######## design 1 ########
Fig. 1: design 1, metal layers overlaid
Only two layers are drawn.
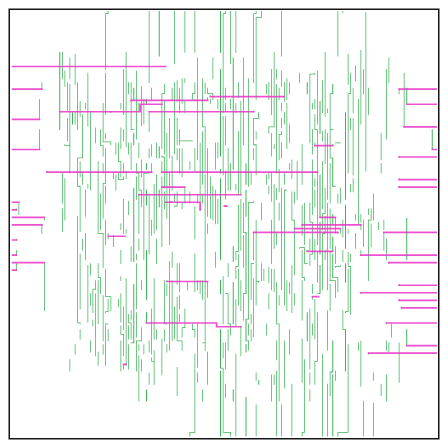

`src/rtl/am2940_pkg.sv`:
```
// Shared definitions for the AM2940 microsequencer: instruction codes,
// control-register mode encodings and the sequencer state type.
package am2940_pkg;

    localparam logic [2:0] I_WRCR   = 3'b000;
    localparam logic [2:0] I_RDCR   = 3'b001;
    localparam logic [2:0] I_RDWC   = 3'b010;
    localparam logic [2:0] I_RDAC   = 3'b011;
    localparam logic [2:0] I_REINIT = 3'b100;
    localparam logic [2:0] I_LDAD   = 3'b101;
    localparam logic [2:0] I_LDWC   = 3'b110;
    localparam logic [2:0] I_ENCT   = 3'b111;

    localparam logic [1:0] MODE_WC_DEC    = 2'b00;
    localparam logic [1:0] MODE_WC_CMP    = 2'b01;
    localparam logic [1:0] MODE_ADDR_ONLY = 2'b10;
    localparam logic [1:0] MODE_WC_INC    = 2'b11;

    typedef enum logic [2:0] {
        ST_IDLE  = 3'd0,
        ST_WRCR  = 3'd1,
        ST_LDAD  = 3'd2,
        ST_LDWC  = 3'd3,
        ST_XFER  = 3'd4,
        ST_CHECK = 3'd5,
        ST_RDBK  = 3'd6,
        ST_FIN   = 3'd7
    } state_t;

    // Address-only mode never raises a meaningful DONE.
    function automatic logic mode_uses_done(input logic [1:0] mode);
        return mode != MODE_ADDR_ONLY;
    endfunction

endpackage

```
`src/rtl/am2940_sequencer.sv`:
```
// Microsequencer that programs an AM2940, issues one ENCT per accepted
// memory transfer and reads back the final address.
module am2940_sequencer
    import am2940_pkg::*;
#(
    parameter int W = 8
) (
    input  logic         clk,
    input  logic         rst,
    input  logic         start,
    input  logic         abort,
    input  logic [2:0]   cfg_cr,
    input  logic [W-1:0] cfg_addr,
    input  logic [W-1:0] cfg_count,
    input  logic         am_done,
    input  logic [W-1:0] am_data_in,
    output logic [2:0]   am_i,
    output logic [W-1:0] am_data_out,
    output logic         am_data_oe,
    output logic         xfer_req,
    input  logic         xfer_ack,
    output logic         busy,
    output logic         complete,
    output logic         err,
    output logic [W-1:0] final_addr,
    output logic [2:0]   dbg_state
);

    localparam logic [W-1:0] ONE = W'(1);

    state_t       state_q, state_d;
    logic [2:0]   cr_q, cr_d;
    logic [W-1:0] addr_q, addr_d;
    logic [W-1:0] count_q, count_d;
    logic [W-1:0] rem_q, rem_d;
    logic         err_q, err_d;
    logic         tail_q, tail_d;
    logic         tail_abort_q, tail_abort_d;
    logic [2:0]   am_i_q, am_i_d;
    logic [W-1:0] data_q, data_d;
    logic         oe_q, oe_d;
    logic         req_q, req_d;
    logic         busy_q, busy_d;
    logic         complete_q, complete_d;
    logic [W-1:0] final_q, final_d;
    logic         enct_d;
    logic         early_done;

    // A "tail" XFER cycle carries the ENCT for the last accepted ack with
    // xfer_req already low; it then leaves for CHECK or, if aborting, RDBK.
    always_comb begin
        state_d      = state_q;
        cr_d         = cr_q;
        addr_d       = addr_q;
        count_d      = count_q;
        rem_d        = rem_q;
        err_d        = err_q;
        final_d      = final_q;
        tail_d       = 1'b0;
        tail_abort_d = 1'b0;
        enct_d       = 1'b0;
        early_done   = mode_uses_done(cr_q[1:0]) && am_done;

        case (state_q)
            ST_IDLE: begin
                if (start) begin
                    cr_d    = cfg_cr;
                    addr_d  = cfg_addr;
                    count_d = cfg_count;
                    rem_d   = cfg_count;
                    err_d   = 1'b0;
                    state_d = ST_WRCR;
                end
            end
            ST_WRCR: state_d = abort ? ST_RDBK : ST_LDAD;
            ST_LDAD: state_d = abort ? ST_RDBK : ST_LDWC;
            ST_LDWC: begin
                if (abort || rem_q == '0) begin
                    state_d = ST_RDBK;
                end else begin
                    state_d = ST_XFER;
                end
            end
            ST_XFER: begin
                if (tail_q) begin
                    state_d = (tail_abort_q || abort) ? ST_RDBK : ST_CHECK;
                end else begin
                    if (early_done) begin
                        err_d = 1'b1;
                    end
                    if (xfer_ack) begin
                        rem_d  = rem_q - ONE;
                        enct_d = 1'b1;
                        if (rem_q == ONE || abort || early_done) begin
                            tail_d       = 1'b1;
                            tail_abort_d = abort;
                        end
                    end else if (abort) begin
                        state_d = ST_RDBK;
                    end else if (early_done) begin
                        state_d = ST_CHECK;
                    end
                end
            end
            ST_CHECK: begin
                if (!abort && mode_uses_done(cr_q[1:0]) && !am_done) begin
                    err_d = 1'b1;
                end
                state_d = ST_RDBK;
            end
            ST_RDBK: begin
                final_d = am_data_in;
                state_d = ST_FIN;
            end
            ST_FIN:  state_d = ST_IDLE;
            default: state_d = ST_IDLE;
        endcase
    end

    // Outputs are registered from the state being entered.
    always_comb begin
        am_i_d     = enct_d ? I_ENCT : I_RDAC;
        data_d     = '0;
        oe_d       = 1'b0;
        req_d      = 1'b0;
        busy_d     = state_d != ST_IDLE;
        complete_d = state_d == ST_FIN;
        case (state_d)
            ST_WRCR: begin
                am_i_d = I_WRCR;
                data_d = {{(W-3){1'b0}}, cr_d};
                oe_d   = 1'b1;
            end
            ST_LDAD: begin
                am_i_d = I_LDAD;
                data_d = addr_d;
                oe_d   = 1'b1;
            end
            ST_LDWC: begin
                am_i_d = I_LDWC;
                data_d = count_d;
                oe_d   = 1'b1;
            end
            ST_XFER: req_d = !tail_d;
            default: ;
        endcase
    end

    always_ff @(posedge clk) begin
        if (rst) begin
            state_q      <= ST_IDLE;
            cr_q         <= '0;
            addr_q       <= '0;
            count_q      <= '0;
            rem_q        <= '0;
            err_q        <= 1'b0;
            tail_q       <= 1'b0;
            tail_abort_q <= 1'b0;
            am_i_q       <= I_RDAC;
            data_q       <= '0;
            oe_q         <= 1'b0;
            req_q        <= 1'b0;
            busy_q       <= 1'b0;
            complete_q   <= 1'b0;
            final_q      <= '0;
        end else begin
            state_q      <= state_d;
            cr_q         <= cr_d;
            addr_q       <= addr_d;
            count_q      <= count_d;
            rem_q        <= rem_d;
            err_q        <= err_d;
            tail_q       <= tail_d;
            tail_abort_q <= tail_abort_d;
            am_i_q       <= am_i_d;
            data_q       <= data_d;
            oe_q         <= oe_d;
            req_q        <= req_d;
            busy_q       <= busy_d;
            complete_q   <= complete_d;
            final_q      <= final_d;
        end
    end

    assign am_i        = am_i_q;
    assign am_data_out = data_q;
    assign am_data_oe  = oe_q;
    assign xfer_req    = req_q;
    assign busy        = busy_q;
    assign complete    = complete_q;
    assign err         = err_q;
    assign final_addr  = final_q;
    assign dbg_state   = state_q;

endmodule

```
`config.mk`:
```
export PLATFORM = sky130hd
export DESIGN_NAME = am2940_sequencer
export DESIGN_NICKNAME = d
export VERILOG_FILES = /design/src/rtl/am2940_pkg.sv /design/src/rtl/am2940_sequencer.sv
export SDC_FILE = /design/constraint.sdc
export NUM_CORES = 1
export LEC_CHECK = 0
export CAP_MARGIN = 30
export CORE_MARGIN = 5
export CORE_UTILIZATION = 55
export CTS_BUF_LIST = sky130_fd_sc_hd__clkbuf_8
export DETAILED_ROUTE_END_ITERATION = 12
export PLACE_DENSITY_LB_ADDON = 0.15
export SLEW_MARGIN = 20
export SYNTH_ARGS = -nofsm -noshare
export SYNTH_HDL_FRONTEND = slang
export SYNTH_SLANG_ARGS = --single-unit
```
`constraint.sdc`:
```
create_clock -name clk -period 4.6 [get_ports clk]
set_input_delay 1.15 -clock clk [delete_from_list [all_inputs] [get_ports clk]]
set_output_delay 1.15 -clock clk [all_outputs]
set_load 0.01 [all_outputs]
```
######## design 2 ########
**src/rtl/grf_wb_arbiter_pkg.sv**
```systemverilog
// Shared types and constants for the GRF writeback arbiter and its secondary FIFO.
package grf_wb_arbiter_pkg;

  localparam int AW = 5;
  localparam int DW = 32;

  localparam logic [AW-1:0] REG_ZERO = 5'd0;

  // One pending register-file write: destination, value and the pc tag of its instruction.
  typedef struct packed {
    logic [AW-1:0] addr;
    logic [DW-1:0] data;
    logic [DW-1:0] pc;
  } wb_rec_t;

endpackage

```
**src/rtl/grf_wb_arbiter_wb_fifo.sv**
```systemverilog
// Circular queue of secondary writebacks with per-entry valid bits.
// A primary write can kill queued entries by address. Killed entries
// still occupy their slot until they reach the head, where they are
// silently dropped. Two associative ports report live entries matching
// a lookup address.
module wb_fifo
  import grf_wb_arbiter_pkg::*;
#(
  parameter int DEPTH = 4
) (
  input  logic                     clk,
  input  logic                     reset,
  input  logic                     push,
  input  wb_rec_t                  push_rec,
  input  logic                     issue,
  input  logic                     kill_en,
  input  logic [AW-1:0]            kill_addr,
  input  logic [AW-1:0]            look_a1,
  input  logic [AW-1:0]            look_a2,
  output logic                     head_valid,
  output wb_rec_t                  head_rec,
  output logic                     full,
  output logic [$clog2(DEPTH):0]   count,
  output logic                     hit1,
  output logic                     hit2
);

  localparam int PW = $clog2(DEPTH);
  localparam int CW = PW + 1;

  wb_rec_t          mem_q [DEPTH];
  wb_rec_t          mem_d [DEPTH];
  logic [DEPTH-1:0] valid_q, valid_d;
  logic [PW-1:0]    wr_ptr_q, wr_ptr_d;
  logic [PW-1:0]    rd_ptr_q, rd_ptr_d;
  logic [CW-1:0]    count_q, count_d;
  logic             not_empty;
  logic             pop;

  // Head status: a killed head is popped on its own, a live head only when the arbiter takes it.
  always_comb begin
    not_empty  = (count_q != '0);
    head_valid = not_empty && valid_q[rd_ptr_q];
    head_rec   = mem_q[rd_ptr_q];
    pop        = not_empty && (!valid_q[rd_ptr_q] || issue);
    full       = (count_q == CW'(DEPTH));
    count      = count_q;
  end

  // Associative lookups over live entries only; an entry pushed this cycle is not visible yet.
  always_comb begin
    hit1 = 1'b0;
    hit2 = 1'b0;
    for (int i = 0; i < DEPTH; i++) begin
      if (valid_q[i] && (mem_q[i].addr == look_a1)) hit1 = 1'b1;
      if (valid_q[i] && (mem_q[i].addr == look_a2)) hit2 = 1'b1;
    end
  end

  // Next-state: kill matching entries, retire the head, then append the new record.
  always_comb begin
    mem_d    = mem_q;
    valid_d  = valid_q;
    wr_ptr_d = wr_ptr_q;
    rd_ptr_d = rd_ptr_q;
    if (kill_en) begin
      for (int i = 0; i < DEPTH; i++) begin
        if (valid_q[i] && (mem_q[i].addr == kill_addr)) valid_d[i] = 1'b0;
      end
    end
    if (pop) begin
      valid_d[rd_ptr_q] = 1'b0;
      rd_ptr_d          = rd_ptr_q + PW'(1);
    end
    if (push) begin
      mem_d[wr_ptr_q]   = push_rec;
      valid_d[wr_ptr_q] = 1'b1;
      wr_ptr_d          = wr_ptr_q + PW'(1);
    end
    count_d = count_q + CW'(push) - CW'(pop);
  end

  // Control state; reset empties the queue and drops every entry.
  always_ff @(posedge clk) begin
    if (reset) begin
      valid_q  <= '0;
      wr_ptr_q <= '0;
      rd_ptr_q <= '0;
      count_q  <= '0;
    end else begin
      valid_q  <= valid_d;
      wr_ptr_q <= wr_ptr_d;
      rd_ptr_q <= rd_ptr_d;
      count_q  <= count_d;
    end
  end

  // Payload storage needs no reset; entries are meaningless until their valid bit is set.
  always_ff @(posedge clk) begin
    mem_q <= mem_d;
  end

endmodule

```
**src/rtl/grf_wb_arbiter.sv**
```systemverilog
// Write-side front end of the GRF: merges the in-order W-stage write and
// the queued multi-cycle unit results onto the single GRF write port, and
// reports queued or in-flight writes for hazard detection.
// AW/DW must match the package widths used by the writeback record.
module grf_wb_arbiter #(
  parameter int DEPTH = 4,
  parameter int AW    = 5,
  parameter int DW    = 32
) (
  input  logic                   clk,
  input  logic                   reset,
  input  logic                   pri_we,
  input  logic [AW-1:0]          pri_addr,
  input  logic [DW-1:0]          pri_data,
  input  logic [DW-1:0]          pri_pc,
  input  logic                   sec_valid,
  output logic                   sec_ready,
  input  logic [AW-1:0]          sec_addr,
  input  logic [DW-1:0]          sec_data,
  input  logic [DW-1:0]          sec_pc,
  output logic                   grf_we,
  output logic [AW-1:0]          grf_addr,
  output logic [DW-1:0]          grf_wd,
  output logic [DW-1:0]          grf_pc,
  input  logic [AW-1:0]          look_a1,
  input  logic [AW-1:0]          look_a2,
  output logic                   pend1,
  output logic                   pend2,
  output logic                   stall_req,
  output logic [$clog2(DEPTH):0] fifo_count
);

  import grf_wb_arbiter_pkg::*;

  wb_rec_t       push_rec;
  wb_rec_t       head_rec;
  logic          head_valid;
  logic          fifo_full;
  logic          push;
  logic          pri_issue;
  logic          sec_issue;
  logic          hit1, hit2;

  logic          grf_we_q, grf_we_d;
  logic [AW-1:0] grf_addr_q, grf_addr_d;
  logic [DW-1:0] grf_wd_q, grf_wd_d;
  logic [DW-1:0] grf_pc_q, grf_pc_d;

  // Handshake and issue decisions; writes to r0 are swallowed on both sources.
  always_comb begin
    sec_ready     = !fifo_full && !reset;
    push          = sec_valid && sec_ready && (sec_addr != REG_ZERO);
    push_rec.addr = sec_addr;
    push_rec.data = sec_data;
    push_rec.pc   = sec_pc;
    pri_issue     = pri_we && (pri_addr != REG_ZERO);
    sec_issue     = !pri_issue && head_valid;
  end

  wb_fifo #(
    .DEPTH(DEPTH)
  ) u_fifo (
    .clk       (clk),
    .reset     (reset),
    .push      (push),
    .push_rec  (push_rec),
    .issue     (sec_issue),
    .kill_en   (pri_issue),
    .kill_addr (pri_addr),
    .look_a1   (look_a1),
    .look_a2   (look_a2),
    .head_valid(head_valid),
    .head_rec  (head_rec),
    .full      (fifo_full),
    .count     (fifo_count),
    .hit1      (hit1),
    .hit2      (hit2)
  );

  // Issue mux: the primary always wins, the FIFO head fills idle slots, otherwise hold the bus.
  always_comb begin
    grf_we_d   = 1'b0;
    grf_addr_d = grf_addr_q;
    grf_wd_d   = grf_wd_q;
    grf_pc_d   = grf_pc_q;
    if (pri_issue) begin
      grf_we_d   = 1'b1;
      grf_addr_d = pri_addr;
      grf_wd_d   = pri_data;
      grf_pc_d   = pri_pc;
    end else if (sec_issue) begin
      grf_we_d   = 1'b1;
      grf_addr_d = head_rec.addr;
      grf_wd_d   = head_rec.data;
      grf_pc_d   = head_rec.pc;
    end
  end

  // Registered GRF write port; reset discards any in-flight write.
  always_ff @(posedge clk) begin
    if (reset) begin
      grf_we_q   <= 1'b0;
      grf_addr_q <= '0;
      grf_wd_q   <= '0;
      grf_pc_q   <= '0;
    end else begin
      grf_we_q   <= grf_we_d;
      grf_addr_q <= grf_addr_d;
      grf_wd_q   <= grf_wd_d;
      grf_pc_q   <= grf_pc_d;
    end
  end

  // Hazard view: a register is pending while queued live or being written this cycle.
  always_comb begin
    grf_we    = grf_we_q;
    grf_addr  = grf_addr_q;
    grf_wd    = grf_wd_q;
    grf_pc    = grf_pc_q;
    pend1     = (look_a1 != REG_ZERO) && (hit1 || (grf_we_q && (grf_addr_q == look_a1)));
    pend2     = (look_a2 != REG_ZERO) && (hit2 || (grf_we_q && (grf_addr_q == look_a2)));
    stall_req = fifo_full;
  end

endmodule

```
**config.mk**
```make
export PLATFORM = sky130hd
export DESIGN_NAME = grf_wb_arbiter
export DESIGN_NICKNAME = d
export VERILOG_FILES = /design/src/rtl/grf_wb_arbiter_pkg.sv /design/src/rtl/grf_wb_arbiter_wb_fifo.sv /design/src/rtl/grf_wb_arbiter.sv
export SDC_FILE = /design/constraint.sdc
export NUM_CORES = 1
export LEC_CHECK = 0
export ABC_AREA = 0
export CAP_MARGIN = 15
export CORE_MARGIN = 4
export CORE_UTILIZATION = 54
export DETAILED_ROUTE_END_ITERATION = 16
export HOLD_SLACK_MARGIN = 0.06
export PLACE_DENSITY = 0.78
export RECOVER_POWER = 25
export SETUP_SLACK_MARGIN = 0.5
export SLEW_MARGIN = 20
export SYNTH_ARGS = -nofsm -noshare
export SYNTH_HDL_FRONTEND = slang
export SYNTH_SLANG_ARGS = --single-unit
```
**constraint.sdc**
```tcl
create_clock -name clk -period 4.55 [get_ports clk]
set_clock_uncertainty 0.05 [all_clocks]
set_input_delay 1.365 -clock clk [delete_from_list [all_inputs] [get_ports clk]]
set_output_delay 1.365 -clock clk [all_outputs]
set_load 0.01 [all_outputs]
```
######## design 3 ########
$ cat config.mk
export PLATFORM = sky130hd
export DESIGN_NAME = id_stage_ctrl
export DESIGN_NICKNAME = d
export VERILOG_FILES = /design/src/rtl/id_pkg.sv /design/src/rtl/id_decoder.sv /design/src/rtl/id_stage_ctrl.sv
export SDC_FILE = /design/constraint.sdc
export NUM_CORES = 1
export LEC_CHECK = 0
export CORE_MARGIN = 3
export CORE_UTILIZATION = 30
export DETAILED_ROUTE_END_ITERATION = 10
export GPL_TIMING_DRIVEN = 0
export PLACE_DENSITY = 0.72
export SKIP_CTS_REPAIR_TIMING = 1
export SYNTH_ARGS = -nofsm -noshare
export SYNTH_HDL_FRONTEND = slang
export SYNTH_HIERARCHICAL = 1
export SYNTH_SLANG_ARGS = --single-unit
$ cat constraint.sdc
create_clock -name clk -period 2.7 [get_ports clk]
set_input_delay 0.54 -clock clk [delete_from_list [all_inputs] [get_ports clk]]
set_output_delay 0.54 -clock clk [all_outputs]
set_load 0.02 [all_outputs]
$ cat src/rtl/id_pkg.sv
// Shared decode encodings and ID/EX control bundle for the decode stage.
package id_pkg;

  localparam logic [1:0] OP_DP  = 2'b00;
  localparam logic [1:0] OP_MEM = 2'b01;
  localparam logic [1:0] OP_BR  = 2'b10;
  localparam logic [1:0] OP_ILL = 2'b11;

  localparam logic [1:0] IMM_U12 = 2'b00;
  localparam logic [1:0] IMM_U8  = 2'b01;
  localparam logic [1:0] IMM_S12 = 2'b10;

  localparam logic [2:0] ALU_ADD = 3'b000;

  localparam logic [15:0] STALL_MAX = 16'hFFFF;

  typedef enum logic {ST_RUN = 1'b0, ST_BUBBLE = 1'b1} state_e;

  typedef struct packed {
    logic       reg_write;
    logic       mem_read;
    logic       mem_write;
    logic       alu_src;
    logic       branch;
    logic [2:0] alu_op;
    logic [3:0] rd;
  } ctrl_t;

endpackage

$ cat src/rtl/id_decoder.sv
// Combinational instruction decode: control bundle, imm select, illegal flag.
module id_decoder
  import id_pkg::*;
(
  input  logic [31:0] i_instr,
  output ctrl_t       o_ctrl,
  output logic [1:0]  o_imm_src,
  output logic        o_illegal
);

  logic [1:0] w_op;
  logic       w_i;
  logic       w_l;

  assign w_op = i_instr[27:26];
  assign w_i  = i_instr[25];
  assign w_l  = i_instr[20];

  always_comb begin
    o_ctrl    = '0;
    o_imm_src = IMM_U12;
    o_illegal = 1'b0;
    unique case (w_op)
      OP_DP: begin
        o_ctrl.reg_write = 1'b1;
        o_ctrl.alu_src   = w_i;
        o_ctrl.alu_op    = i_instr[23:21];
        o_ctrl.rd        = i_instr[15:12];
        o_imm_src        = w_i ? IMM_U8 : IMM_U12;
      end
      OP_MEM: begin
        o_ctrl.alu_src   = 1'b1;
        o_ctrl.alu_op    = ALU_ADD;
        o_ctrl.mem_read  = w_l;
        o_ctrl.reg_write = w_l;
        o_ctrl.mem_write = ~w_l;
        o_ctrl.rd        = i_instr[15:12];
      end
      OP_BR: begin
        o_ctrl.branch = 1'b1;
        o_ctrl.rd     = i_instr[15:12];
        o_imm_src     = IMM_S12;
      end
      default: o_illegal = 1'b1;
    endcase
  end

endmodule

$ cat src/rtl/id_stage_ctrl.sv
// Decode-stage control: load-use hazard, bubble FSM, ID/EX register, stall counter.
module id_stage_ctrl
  import id_pkg::*;
(
  input  logic        clk,
  input  logic        rst_n,
  input  logic        instr_valid,
  input  logic [31:0] instr,
  input  logic        ex_ready,
  input  logic        flush,
  output logic [1:0]  imm_src,
  output logic        id_ready,
  output logic        idex_valid,
  output logic        idex_reg_write,
  output logic        idex_mem_read,
  output logic        idex_mem_write,
  output logic        idex_alu_src,
  output logic        idex_branch,
  output logic [2:0]  idex_alu_op,
  output logic [3:0]  idex_rd,
  output logic        illegal,
  output logic [15:0] stall_cnt
);

  ctrl_t      w_ctrl;
  logic       w_dec_illegal;
  logic [3:0] w_rn;
  logic [3:0] w_rm;
  logic       w_load_use;

  state_e     r_state, w_state_nxt;
  ctrl_t      r_idex, w_idex_nxt;
  logic       r_idex_vld, w_vld_nxt;
  logic       w_idex_ld;
  logic       w_id_ready;
  logic       w_stall_inc;
  logic [15:0] r_stall_cnt;

  id_decoder u_dec (
    .i_instr   (instr),
    .o_ctrl    (w_ctrl),
    .o_imm_src (imm_src),
    .o_illegal (w_dec_illegal)
  );

  assign w_rn = instr[19:16];
  assign w_rm = instr[3:0];

  // Rm only matters when the operand comes from the register file.
  assign w_load_use = r_idex_vld & r_idex.mem_read & instr_valid &
                      ((r_idex.rd == w_rn) | (~w_ctrl.alu_src & (r_idex.rd == w_rm)));

  always_comb begin
    w_state_nxt = r_state;
    w_id_ready  = 1'b1;
    w_idex_ld   = 1'b0;
    w_idex_nxt  = '0;
    w_vld_nxt   = 1'b0;
    w_stall_inc = 1'b0;
    if (flush) begin
      w_idex_ld   = 1'b1;
      w_state_nxt = ST_RUN;
    end else if (!ex_ready) begin
      w_id_ready = 1'b0;
    end else if (r_state == ST_RUN && w_load_use) begin
      w_id_ready  = 1'b0;
      w_idex_ld   = 1'b1;
      w_stall_inc = 1'b1;
      w_state_nxt = ST_BUBBLE;
    end else begin
      w_idex_ld   = 1'b1;
      w_state_nxt = ST_RUN;
      if (instr_valid && !w_dec_illegal) begin
        w_idex_nxt = w_ctrl;
        w_vld_nxt  = 1'b1;
      end
    end
  end

  always_ff @(posedge clk or negedge rst_n) begin
    if (!rst_n) begin
      r_state     <= ST_RUN;
      r_idex      <= '0;
      r_idex_vld  <= 1'b0;
      r_stall_cnt <= '0;
    end else begin
      r_state <= w_state_nxt;
      if (w_idex_ld) begin
        r_idex     <= w_idex_nxt;
        r_idex_vld <= w_vld_nxt;
      end
      if (w_stall_inc && r_stall_cnt != STALL_MAX)
        r_stall_cnt <= r_stall_cnt + 16'd1;
    end
  end

  // Combinational handshakes are masked so reset drives every output low at once.
  assign id_ready       = rst_n & w_id_ready;
  assign illegal        = rst_n & w_id_ready & instr_valid & w_dec_illegal;
  assign idex_valid     = r_idex_vld;
  assign idex_reg_write = r_idex.reg_write;
  assign idex_mem_read  = r_idex.mem_read;
  assign idex_mem_write = r_idex.mem_write;
  assign idex_alu_src   = r_idex.alu_src;
  assign idex_branch    = r_idex.branch;
  assign idex_alu_op    = r_idex.alu_op;
  assign idex_rd        = r_idex.rd;
  assign stall_cnt      = r_stall_cnt;

endmodule

######## design 4 ########
==> config.mk <==
export PLATFORM = sky130hd
export DESIGN_NAME = seg_scan_capture
export DESIGN_NICKNAME = d
export VERILOG_FILES = /design/src/rtl/seg_scan_capture_pkg.sv /design/src/rtl/seg_scan_capture_decode.sv /design/src/rtl/seg_scan_capture.sv
export SDC_FILE = /design/constraint.sdc
export NUM_CORES = 1
export LEC_CHECK = 0
export ABC_AREA = 0
export CAP_MARGIN = 25
export CORE_MARGIN = 1.5
export CORE_UTILIZATION = 40
export DETAILED_ROUTE_END_ITERATION = 12
export PLACE_DENSITY_LB_ADDON = 0.05
export RECOVER_POWER = 25
export SYNTH_ARGS = -nofsm -noshare
export SYNTH_HDL_FRONTEND = slang
export SYNTH_SLANG_ARGS = --single-unit
==> constraint.sdc <==
create_clock -name clk -period 5 [get_ports clk]
set_clock_uncertainty 0.15 [all_clocks]
set_input_delay 1.25 -clock clk [delete_from_list [all_inputs] [get_ports clk]]
set_output_delay 1.25 -clock clk [all_outputs]
set_load 0.1 [all_outputs]
==> src/rtl/seg_scan_capture_pkg.sv <==
// Shared constants for the 7-segment scan receiver: segment patterns
// ({a,b,c,d,e,f,g} order), special digit codes and the slot FSM encoding.
package seg_scan_capture_pkg;

  localparam logic [6:0] SEG_0 = 7'b1111110;
  localparam logic [6:0] SEG_1 = 7'b0110000;
  localparam logic [6:0] SEG_2 = 7'b1101101;
  localparam logic [6:0] SEG_3 = 7'b1111001;
  localparam logic [6:0] SEG_4 = 7'b0110011;
  localparam logic [6:0] SEG_5 = 7'b1011011;
  localparam logic [6:0] SEG_6 = 7'b1011111;
  localparam logic [6:0] SEG_7 = 7'b1110000;
  localparam logic [6:0] SEG_8 = 7'b1111111;
  localparam logic [6:0] SEG_9 = 7'b1111011;

  localparam logic [3:0] CODE_BLANK   = 4'hF;
  localparam logic [3:0] CODE_INVALID = 4'hE;

  typedef enum logic [1:0] {
    SETTLING = 2'd0,
    CAPTURE  = 2'd1,
    HOLD     = 2'd2
  } scan_state_e;

endpackage

==> src/rtl/seg_scan_capture_decode.sv <==
// Combinational 7-segment pattern to digit code decoder; all-off decodes to
// blank, anything unrecognised decodes to the invalid code with a flag.
module seg_decode
  import seg_scan_capture_pkg::*;
(
  input  logic [6:0] seg_i,
  output logic [3:0] code_o,
  output logic       invalid_o
);

  always_comb begin
    code_o    = CODE_INVALID;
    invalid_o = 1'b0;
    case (seg_i)
      SEG_0:   code_o = 4'd0;
      SEG_1:   code_o = 4'd1;
      SEG_2:   code_o = 4'd2;
      SEG_3:   code_o = 4'd3;
      SEG_4:   code_o = 4'd4;
      SEG_5:   code_o = 4'd5;
      SEG_6:   code_o = 4'd6;
      SEG_7:   code_o = 4'd7;
      SEG_8:   code_o = 4'd8;
      SEG_9:   code_o = 4'd9;
      7'b0:    code_o = CODE_BLANK;
      default: begin
        code_o    = CODE_INVALID;
        invalid_o = 1'b1;
      end
    endcase
  end

endmodule

==> src/rtl/seg_scan_capture.sv <==
// Receiver for a multiplexed 7-segment scan: synchronises the lines, samples
// each slot once it has settled and publishes complete 4-digit frames.
module seg_scan_capture
  import seg_scan_capture_pkg::*;
#(
  parameter int SETTLE      = 4,
  parameter int SETTLE_BITS = 4
) (
  input  logic       clk,
  input  logic       reset,
  input  logic       a,
  input  logic       b,
  input  logic       c,
  input  logic       d,
  input  logic       e,
  input  logic       f,
  input  logic       g,
  input  logic       dp,
  input  logic [3:0] pos,
  input  logic       clr_err,
  output logic [3:0] d0,
  output logic [3:0] d1,
  output logic [3:0] d2,
  output logic [3:0] d3,
  output logic [3:0] dp_mask,
  output logic       frame_valid,
  output logic       frame_pulse,
  output logic       seg_err
);

  localparam logic [SETTLE_BITS-1:0] SETTLE_MAX  = SETTLE_BITS'(SETTLE);
  localparam logic [SETTLE_BITS-1:0] SETTLE_LAST = SETTLE_BITS'(SETTLE - 1);

  logic [11:0]            sync1_q, v_q, vprev_q;
  logic [SETTLE_BITS-1:0] count_q;
  scan_state_e            state_q;
  logic [15:0]            shadow_q, shadow_d, frame_q;
  logic [3:0]             shadow_dp_q, shadow_dp_d, frame_dp_q;
  logic [3:0]             seen_q, wr_w;
  logic                   valid_q, pulse_q, err_q;

  logic [6:0] seg_w;
  logic       dp_w, changed_w, onehot_w, cap_w, complete_w, invalid_w;
  logic [3:0] pos_w, code_w;

  assign seg_w     = v_q[11:5];
  assign dp_w      = v_q[4];
  assign pos_w     = v_q[3:0];
  assign changed_w = (v_q != vprev_q);
  assign onehot_w  = (pos_w != 4'b0) && ((pos_w & (pos_w - 4'd1)) == 4'b0);

  // The sample is taken on the edge that moves SETTLING into CAPTURE, so the
  // slot contents are written while the lines are known to be stable.
  assign cap_w      = (state_q == SETTLING) && !changed_w && (count_q == SETTLE_LAST) && onehot_w;
  assign complete_w = cap_w && ((seen_q | pos_w) == 4'b1111);

  seg_decode u_decode (
    .seg_i     (seg_w),
    .code_o    (code_w),
    .invalid_o (invalid_w)
  );

  genvar gi;
  generate
    for (gi = 0; gi < 4; gi++) begin : g_slot
      assign wr_w[gi]                = cap_w & pos_w[gi];
      assign shadow_d[gi*4 +: 4]     = wr_w[gi] ? code_w : shadow_q[gi*4 +: 4];
      assign shadow_dp_d[gi]         = wr_w[gi] ? dp_w : shadow_dp_q[gi];
    end
  endgenerate

  always_ff @(posedge clk or negedge reset) begin
    if (!reset) begin
      sync1_q     <= '0;
      v_q         <= '0;
      vprev_q     <= '0;
      count_q     <= '0;
      state_q     <= SETTLING;
      shadow_q    <= {4{CODE_BLANK}};
      shadow_dp_q <= '0;
      seen_q      <= '0;
      frame_q     <= {4{CODE_BLANK}};
      frame_dp_q  <= '0;
      valid_q     <= 1'b0;
      pulse_q     <= 1'b0;
      err_q       <= 1'b0;
    end else begin
      sync1_q <= {a, b, c, d, e, f, g, dp, pos};
      v_q     <= sync1_q;
      vprev_q <= v_q;

      if (changed_w)                count_q <= '0;
      else if (count_q != SETTLE_MAX) count_q <= count_q + 1'b1;

      case (state_q)
        SETTLING: if (!changed_w && count_q == SETTLE_LAST) state_q <= CAPTURE;
        // A change landing in the capture cycle must not strand us in HOLD.
        CAPTURE:  state_q <= changed_w ? SETTLING : HOLD;
        HOLD:     if (changed_w) state_q <= SETTLING;
        default:  state_q <= SETTLING;
      endcase

      shadow_q    <= shadow_d;
      shadow_dp_q <= shadow_dp_d;
      pulse_q     <= complete_w;

      if (complete_w) begin
        frame_q    <= shadow_d;
        frame_dp_q <= shadow_dp_d;
        valid_q    <= 1'b1;
        seen_q     <= '0;
      end else if (cap_w) begin
        seen_q <= seen_q | pos_w;
      end

      if (cap_w && invalid_w) err_q <= 1'b1;
      else if (clr_err)       err_q <= 1'b0;
    end
  end

  assign d0          = frame_q[3:0];
  assign d1          = frame_q[7:4];
  assign d2          = frame_q[11:8];
  assign d3          = frame_q[15:12];
  assign dp_mask     = frame_dp_q;
  assign frame_valid = valid_q;
  assign frame_pulse = pulse_q;
  assign seg_err     = err_q;

endmodule

Fig. 2: design 2, register map, names as in the netlist
Bar = 50 µm.
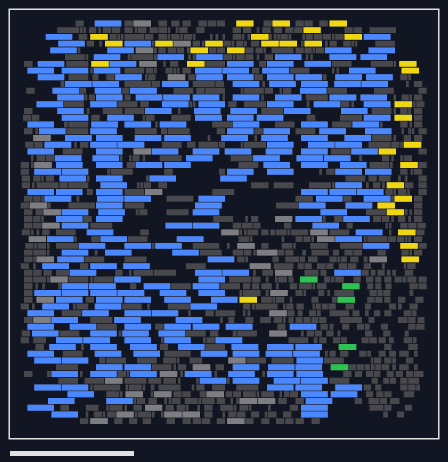
Blue is u_fifo.mem_q, flops 276, where spread over the die. Green is grf_addr, flops 5. Yellow is grf_pc, flops 32.
Another 44 sequential cells are not colored.

Fig. 3: design 2, the metal 1 layer
Bar = 50 µm. Supply wires on this layer in gray.
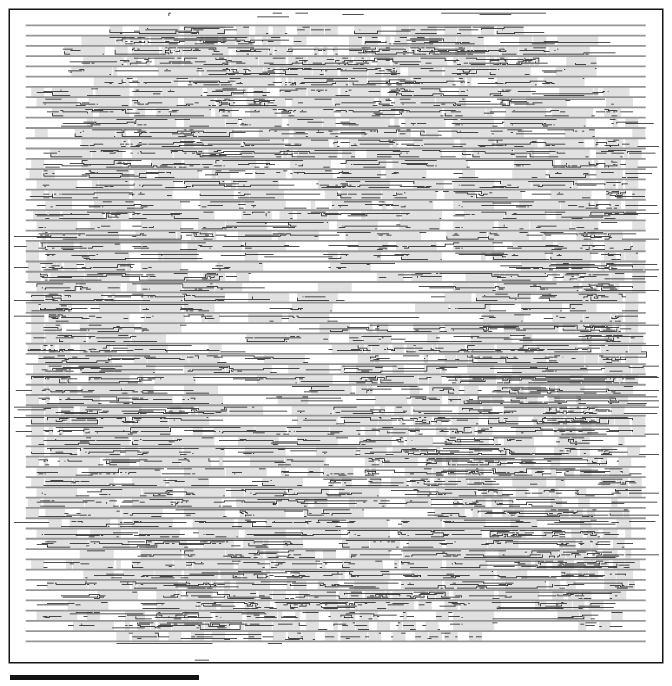
The layer holds 42% of the routed length. 1215 nets have wire on it. The wires run mostly horizontal. The layer carries 14100 µm of wire. The longest straight run is 57.0 µm.
vias: 8764
WL final: 33500 µm
met1 usage: 0.302

==> out/metrics.csv, design 2 <==
stage,metric,value,unit
run_status,outcome,finished clean,
setup_path,CP bufs+invs,3,
synthesis,Post-Synth Simple-Gate Area,0.0700,
cells_and_area,flip-flops,357,
cells_and_area,nonclk inv count,9,
synthesis,Synth top area share,0.566,
detailed_routing,WL per Instance,21.7,µm
sta,total negative slack,0,ns
setup_path,CP endpoint,pend2,
cells_and_area,Largest Register,u_fifo.mem_q,
detailed_routing,first-pass detailed-route iteration total,5,
cells_and_area,Fillers,1761,
setup_path,"slowest stage delay, CP",0.51,ns
detailed_routing,antenna violation net count after detailed routing,0,
clock_network,Clock Sink Count,357,
worst_hold_path,WHS Path Cells,2,
synthesis,Synth flops,357,
cells_and_area,multi-input gate count,495,
die,FP Rows,60,
cells_and_area,share of cells above drive strength 1,0.181,
placed_design,Placement Setup Slack,-0.310,ns
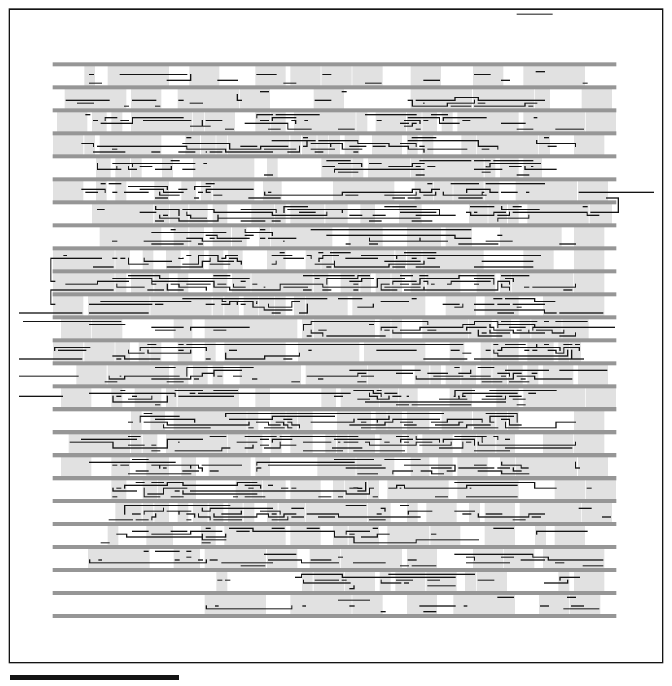
Fig. 4. The metal 1 layer (design 1).
Bar = 20 µm. Supply wires on this layer in gray.
The wires run mostly horizontal. The layer holds 43% of the routed length.

Fig. 5: design 1, I/O nets highlighted
Bar = 20 µm.
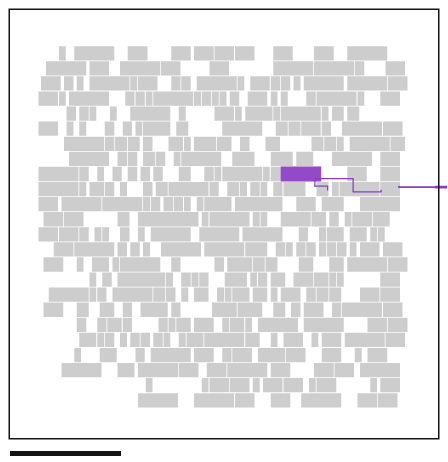
Purple is err, bits 1, direction output, edge east, end cells 1, buffers 1, wire 25.9 µm.
I/O Buffers: 59
IO Pins: 60

About Fig. 1:
Green is M2, wire length 2890 µm. Magenta is M3, wire length 410 µm.

==> out/metrics.csv, design 1 <==
stage,metric,value,unit
run_status,outcome,finished clean,
setup_path,WP depth,6,
synthesis,area reported by Yosys stat,0.00248,mm²
pwr,total power,1750,µW
clock_network,Clock Tree Root,clkbuf_8,
setup_path,CP endpoint,am_i[1],
cells_and_area,logic area,0.00126,mm²
synthesis,synth unique cells,47,
detailed_routing,Met3 Wirelength,409,µm
pwr,Int Power,1090,µW
detailed_routing,WL per Instance,15.0,µm
die,FP Rows,24,
synthesis,fraction of registers with async set/reset,0,
flow_run,tool warnings,28,
die,die width,77.2,µm
clock_network,hold_buf cts,0,
detailed_routing,first-pass detailed-route iteration total,4,
global_routing,vias in the first global route,2130,
detailed_routing,DRC errors left,0,
cells_and_area,Top cells excl fill/tap,"59 x clkdlybuf4s50_1, 55 x dfxtp_1, 49 x nand2_1, 34 x a21oi_1, 25 x nor2_1",
sta,WHS,0.463,ns
cells_and_area,post-route cell area,0.00317,mm²
clock_network,CTS buffer count,5,
synthesis,cell with the most instances after synthesis,dfxtp_1,
synthesis,"mux frac, synth",0.0368,
sta,Slew Limit Fails,0,
sta,RSZ-0062 raised after global routing,no,
global_routing,GRT Resource Usage Total,0.198,
cells_and_area,fin cells,397,
pwr,sequential power share,0.385,
cells_and_area,Signal buffers,62,
synthesis,Post-Synth Simple-Gate Area,0.211,
global_routing,met3 GRT Util,0.0468,
global_routing,M2 GR Usage,0.329,
pwr,combinational power,762,µW
clock_network,CTS Buffer Depth,2,
clock_network,Clock Sink Count,55,
worst_hold_path,WHS Path Cells,2,
cells_and_area,Top cell excl fill/tap,clkdlybuf4s50_1,
synthesis,Syn Nets,332,
clock_network,clk latency of the worst-skew pair,0.31,ns
detailed_routing,metal2 WL,2890,µm
detailed_routing,WL final,5950,µm
cells_and_area,antenna cell count,0,
detailed_routing,Top Layer Used,met4,
sta,total negative slack,0,ns
setup_path,RR Startpoint,dbg_state[0],
detailed_routing,antenna violation net count after detailed routing,0,
setup_path,worst r2r path cells,5,
pwr,Clock Power Share,0.179,
Fig. 6: design 3, routing congestion
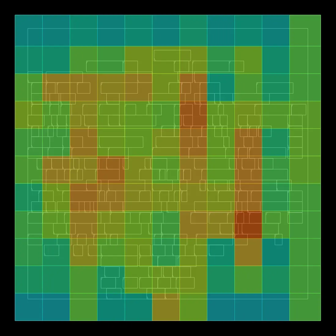
M2 GR Usage: 0.204
Top Usage Layer GRT: met2
GRT Resource Usage Total: 0.128
WL per Instance: 12.8 µm
Finished Core Util: 0.488

==> out/metrics.csv, design 3 <==
stage,metric,value,unit
die,vertical die size,76.8,µm
clock_network,CTS buffer count,5,
synthesis,Main logic family,simple AND/OR/NAND/NOR gates,
global_routing,vias in the first global route,1258,
cells_and_area,antenna cell count,0,
synthesis,Ys Warns,6,
clock_network,"Reg clk slew, reported paths",0.07,ns
sta,fin crit share,1.01,
synthesis,Post-Synth AOI/OAI Area,0.0923,
sta,Least-Margin Pin Slew,0.715,ns
clock_network,CTS tree,done,
global_routing,antenna violations before repair,0,
clock_network,CTS Buffer Depth,2,
pwr,P per Cell Area,434,mW/mm²
clock_network,H-tree Lvls,2,
sta,Slew HR,0.523,
pwr,Gate power share,0.113,
cells_and_area,synth-to-layout area growth,55.1,%
sta,Peak Freq,368,MHz
cells_and_area,Top cell excl fill/tap,clkdlybuf4s50_1,
setup_path,WP data arrival,2.17,ns
sta,Slew Limit Fails,0,
sta,worst setup margin,-0.0147,ns
detailed_routing,first-pass detailed-route iteration total,4,
cells_and_area,fin cells,280,
die,core footprint,0.00479,mm²
synthesis,Synth flops,30,
global_routing,met1 usage,0.149,
clock_network,clk latency of the worst-skew pair,0.28,ns
placed_design,Placement Setup Slack,-0.819,ns
sta,setup violators final,2,
run_status,violated checks,setup timing,
die,die width,76.8,µm
pwr,Leak,0.00109,µW
synthesis,Mean Syn Cell Area,10.5,µm²
setup_path,"slowest stage delay, CP",0.56,ns
cells_and_area,Register Area,752,µm²
setup_path,CP Max Fanout,3,
clock_network,Clock Sink Count,30,
setup_path,worst-path cell chain,xnor2_1 -> nand3_1 -> o31a_1 -> or4b_4 -> a21oi_4 -> nor2_1 -> buf_4,
sta,RSZ-0062 raised after global routing,yes,
setup_path,WP depth,7,
global_routing,largest net degree at the start of global routing,33,
run_status,outcome,"complete, but fails checks",
setup_path,"CP delay by family, top",simple AND/OR/NAND/NOR gates,
pwr,Clk power,440,µW
Fig. 7: design 4, the metal 1 layer
Bar = 20 µm. Supply wires on this layer in gray.
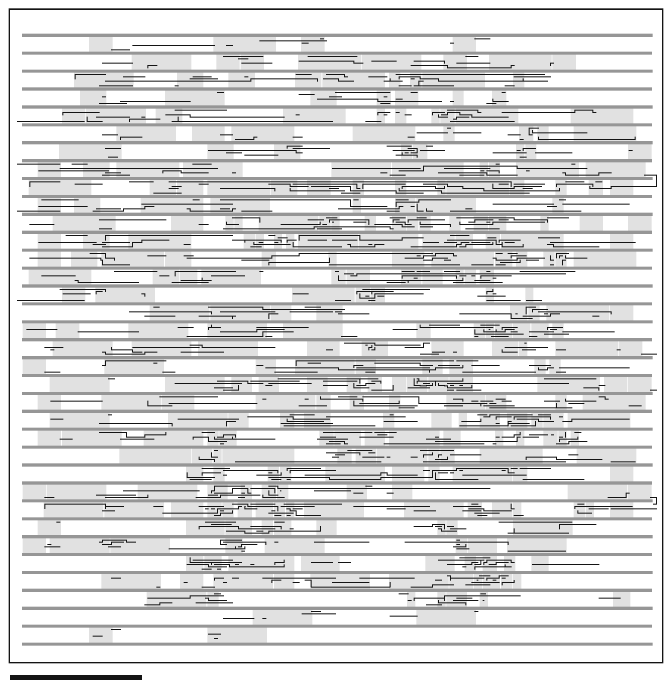
312 nets have wire on it. The layer carries 3640 µm of wire. The layer holds 50% of the routed length. The wires run mostly horizontal.

==> out/metrics.csv, design 4 <==
stage,metric,value,unit
setup_path,Setup crit start,frame_q[14],
cells_and_area,clock buffer count,9,
detailed_routing,first-pass detailed-route iteration total,4,
detailed_routing,Top Layer Used,met4,
global_routing,met1 usage,0.233,
setup_path,worst-path cell chain,clkdlybuf4s50_1,
sta,total negative slack,0,ns
clock_network,post-cts resize count,0,
pwr,combinational power,65.8,µW
global_routing,vias in the first global route,2289,
die,# Taps,108,
synthesis,"Cell Area, Synth",0.00369,mm²
clock_network,hold_buf cts,0,
cells_and_area,Finished Core Util,0.497,
sta,setup violators final,0,
setup_path,CP Max Fanout,2,
synthesis,Syn Inst Count,293,
detailed_routing,via/cell ratio,5.34,
synthesis,Post-Synth AOI/OAI Area,0.116,
clock_network,"Reg clk slew, reported paths",0.09,ns
sta,fin crit share,0.686,
synthesis,area reported by Yosys stat,0.00369,mm²
cells_and_area,multi-input gate count,183,
global_routing,Top Usage Layer GRT,met1,
detailed_routing,First DRT Iteration DRCs,90,
clock_network,Clock Tree Root,clkbuf_8,
synthesis,Synth top area share,0.387,
placed_design,DP HPWL,4860,µm
pwr,P per Cell Area,324,mW/mm²
sta,Peak Freq,291,MHz
pwr,Int Power,1100,µW
worst_hold_path,Hold Path Sink,v_q[6],
sta,Slew Limit Fails,0,
sta,Slew HR,0.350,
cells_and_area,logic area,0.00133,mm²
global_routing,M2 GR Usage,0.232,
cells_and_area,post-route cell area,0.00440,mm²
pwr,total power,1430,µW
synthesis,Synth Area in Adders,0.00678,
pwr,Psw,330,µW
cells_and_area,Top cells excl fill/tap,"57 x dfrtp_1, 32 x dfstp_2, 26 x o21ai_0, 24 x clkdlybuf4s50_1, 17 x nor2_1",
die,Die Footprint,0.00981,mm²
synthesis,Mean Syn Cell Area,12.6,µm²
synthesis,xor/xnor share,0.0400,
run_status,outcome,finished clean,
detailed_routing,WL final,7230,µm
cells_and_area,Top cell excl fill/tap,dfrtp_1,
pwr,VDD IR max,0.192,mV


==> screenshots <==
Routing congestion.
picture 1
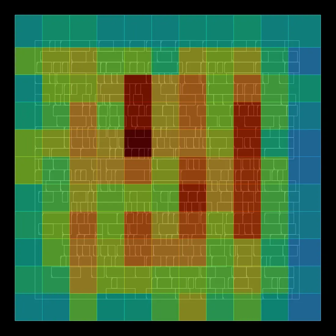
picture 2
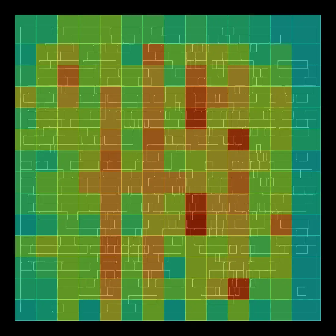
picture 3
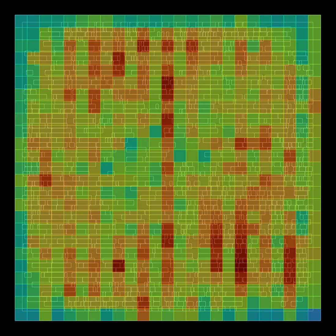
Picture 2 comes from design 4.
Picture 3 comes from design 2.
Picture 1 comes from design 1.


==> notes/layouts.md <==
Pictures saved along the way, in no particular order.

Metal layers overlaid.
Only two layers are drawn.
image #1
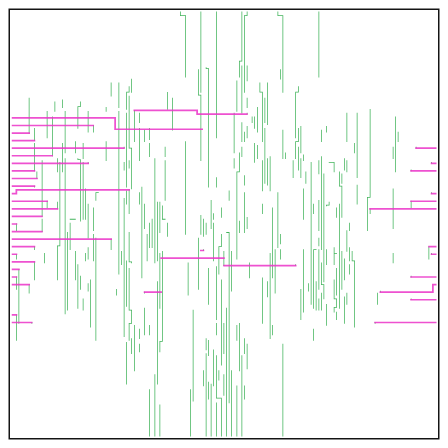
image #2
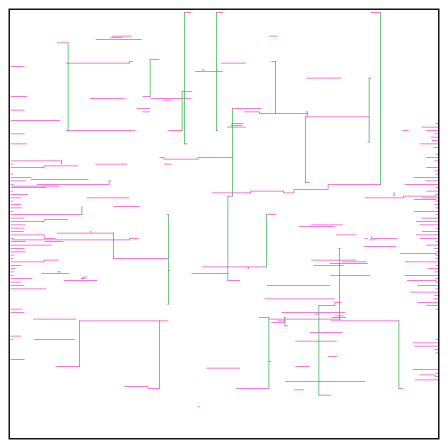
image #3
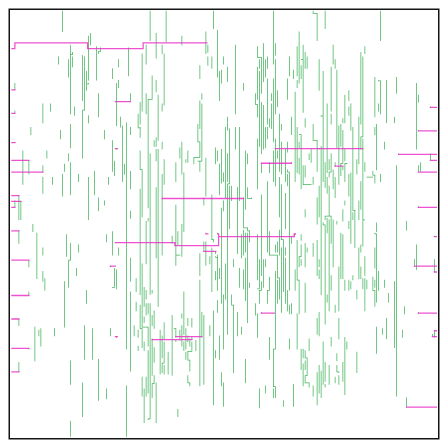
Of these, least wire: image #1
Of these, most wire: image #2
| from | picture |
|---|---|
| design 2 | image #2 |
| design 3 | image #1 |
| design 4 | image #3 |

No activity file was given, so power comes from the tool's default toggle rates.
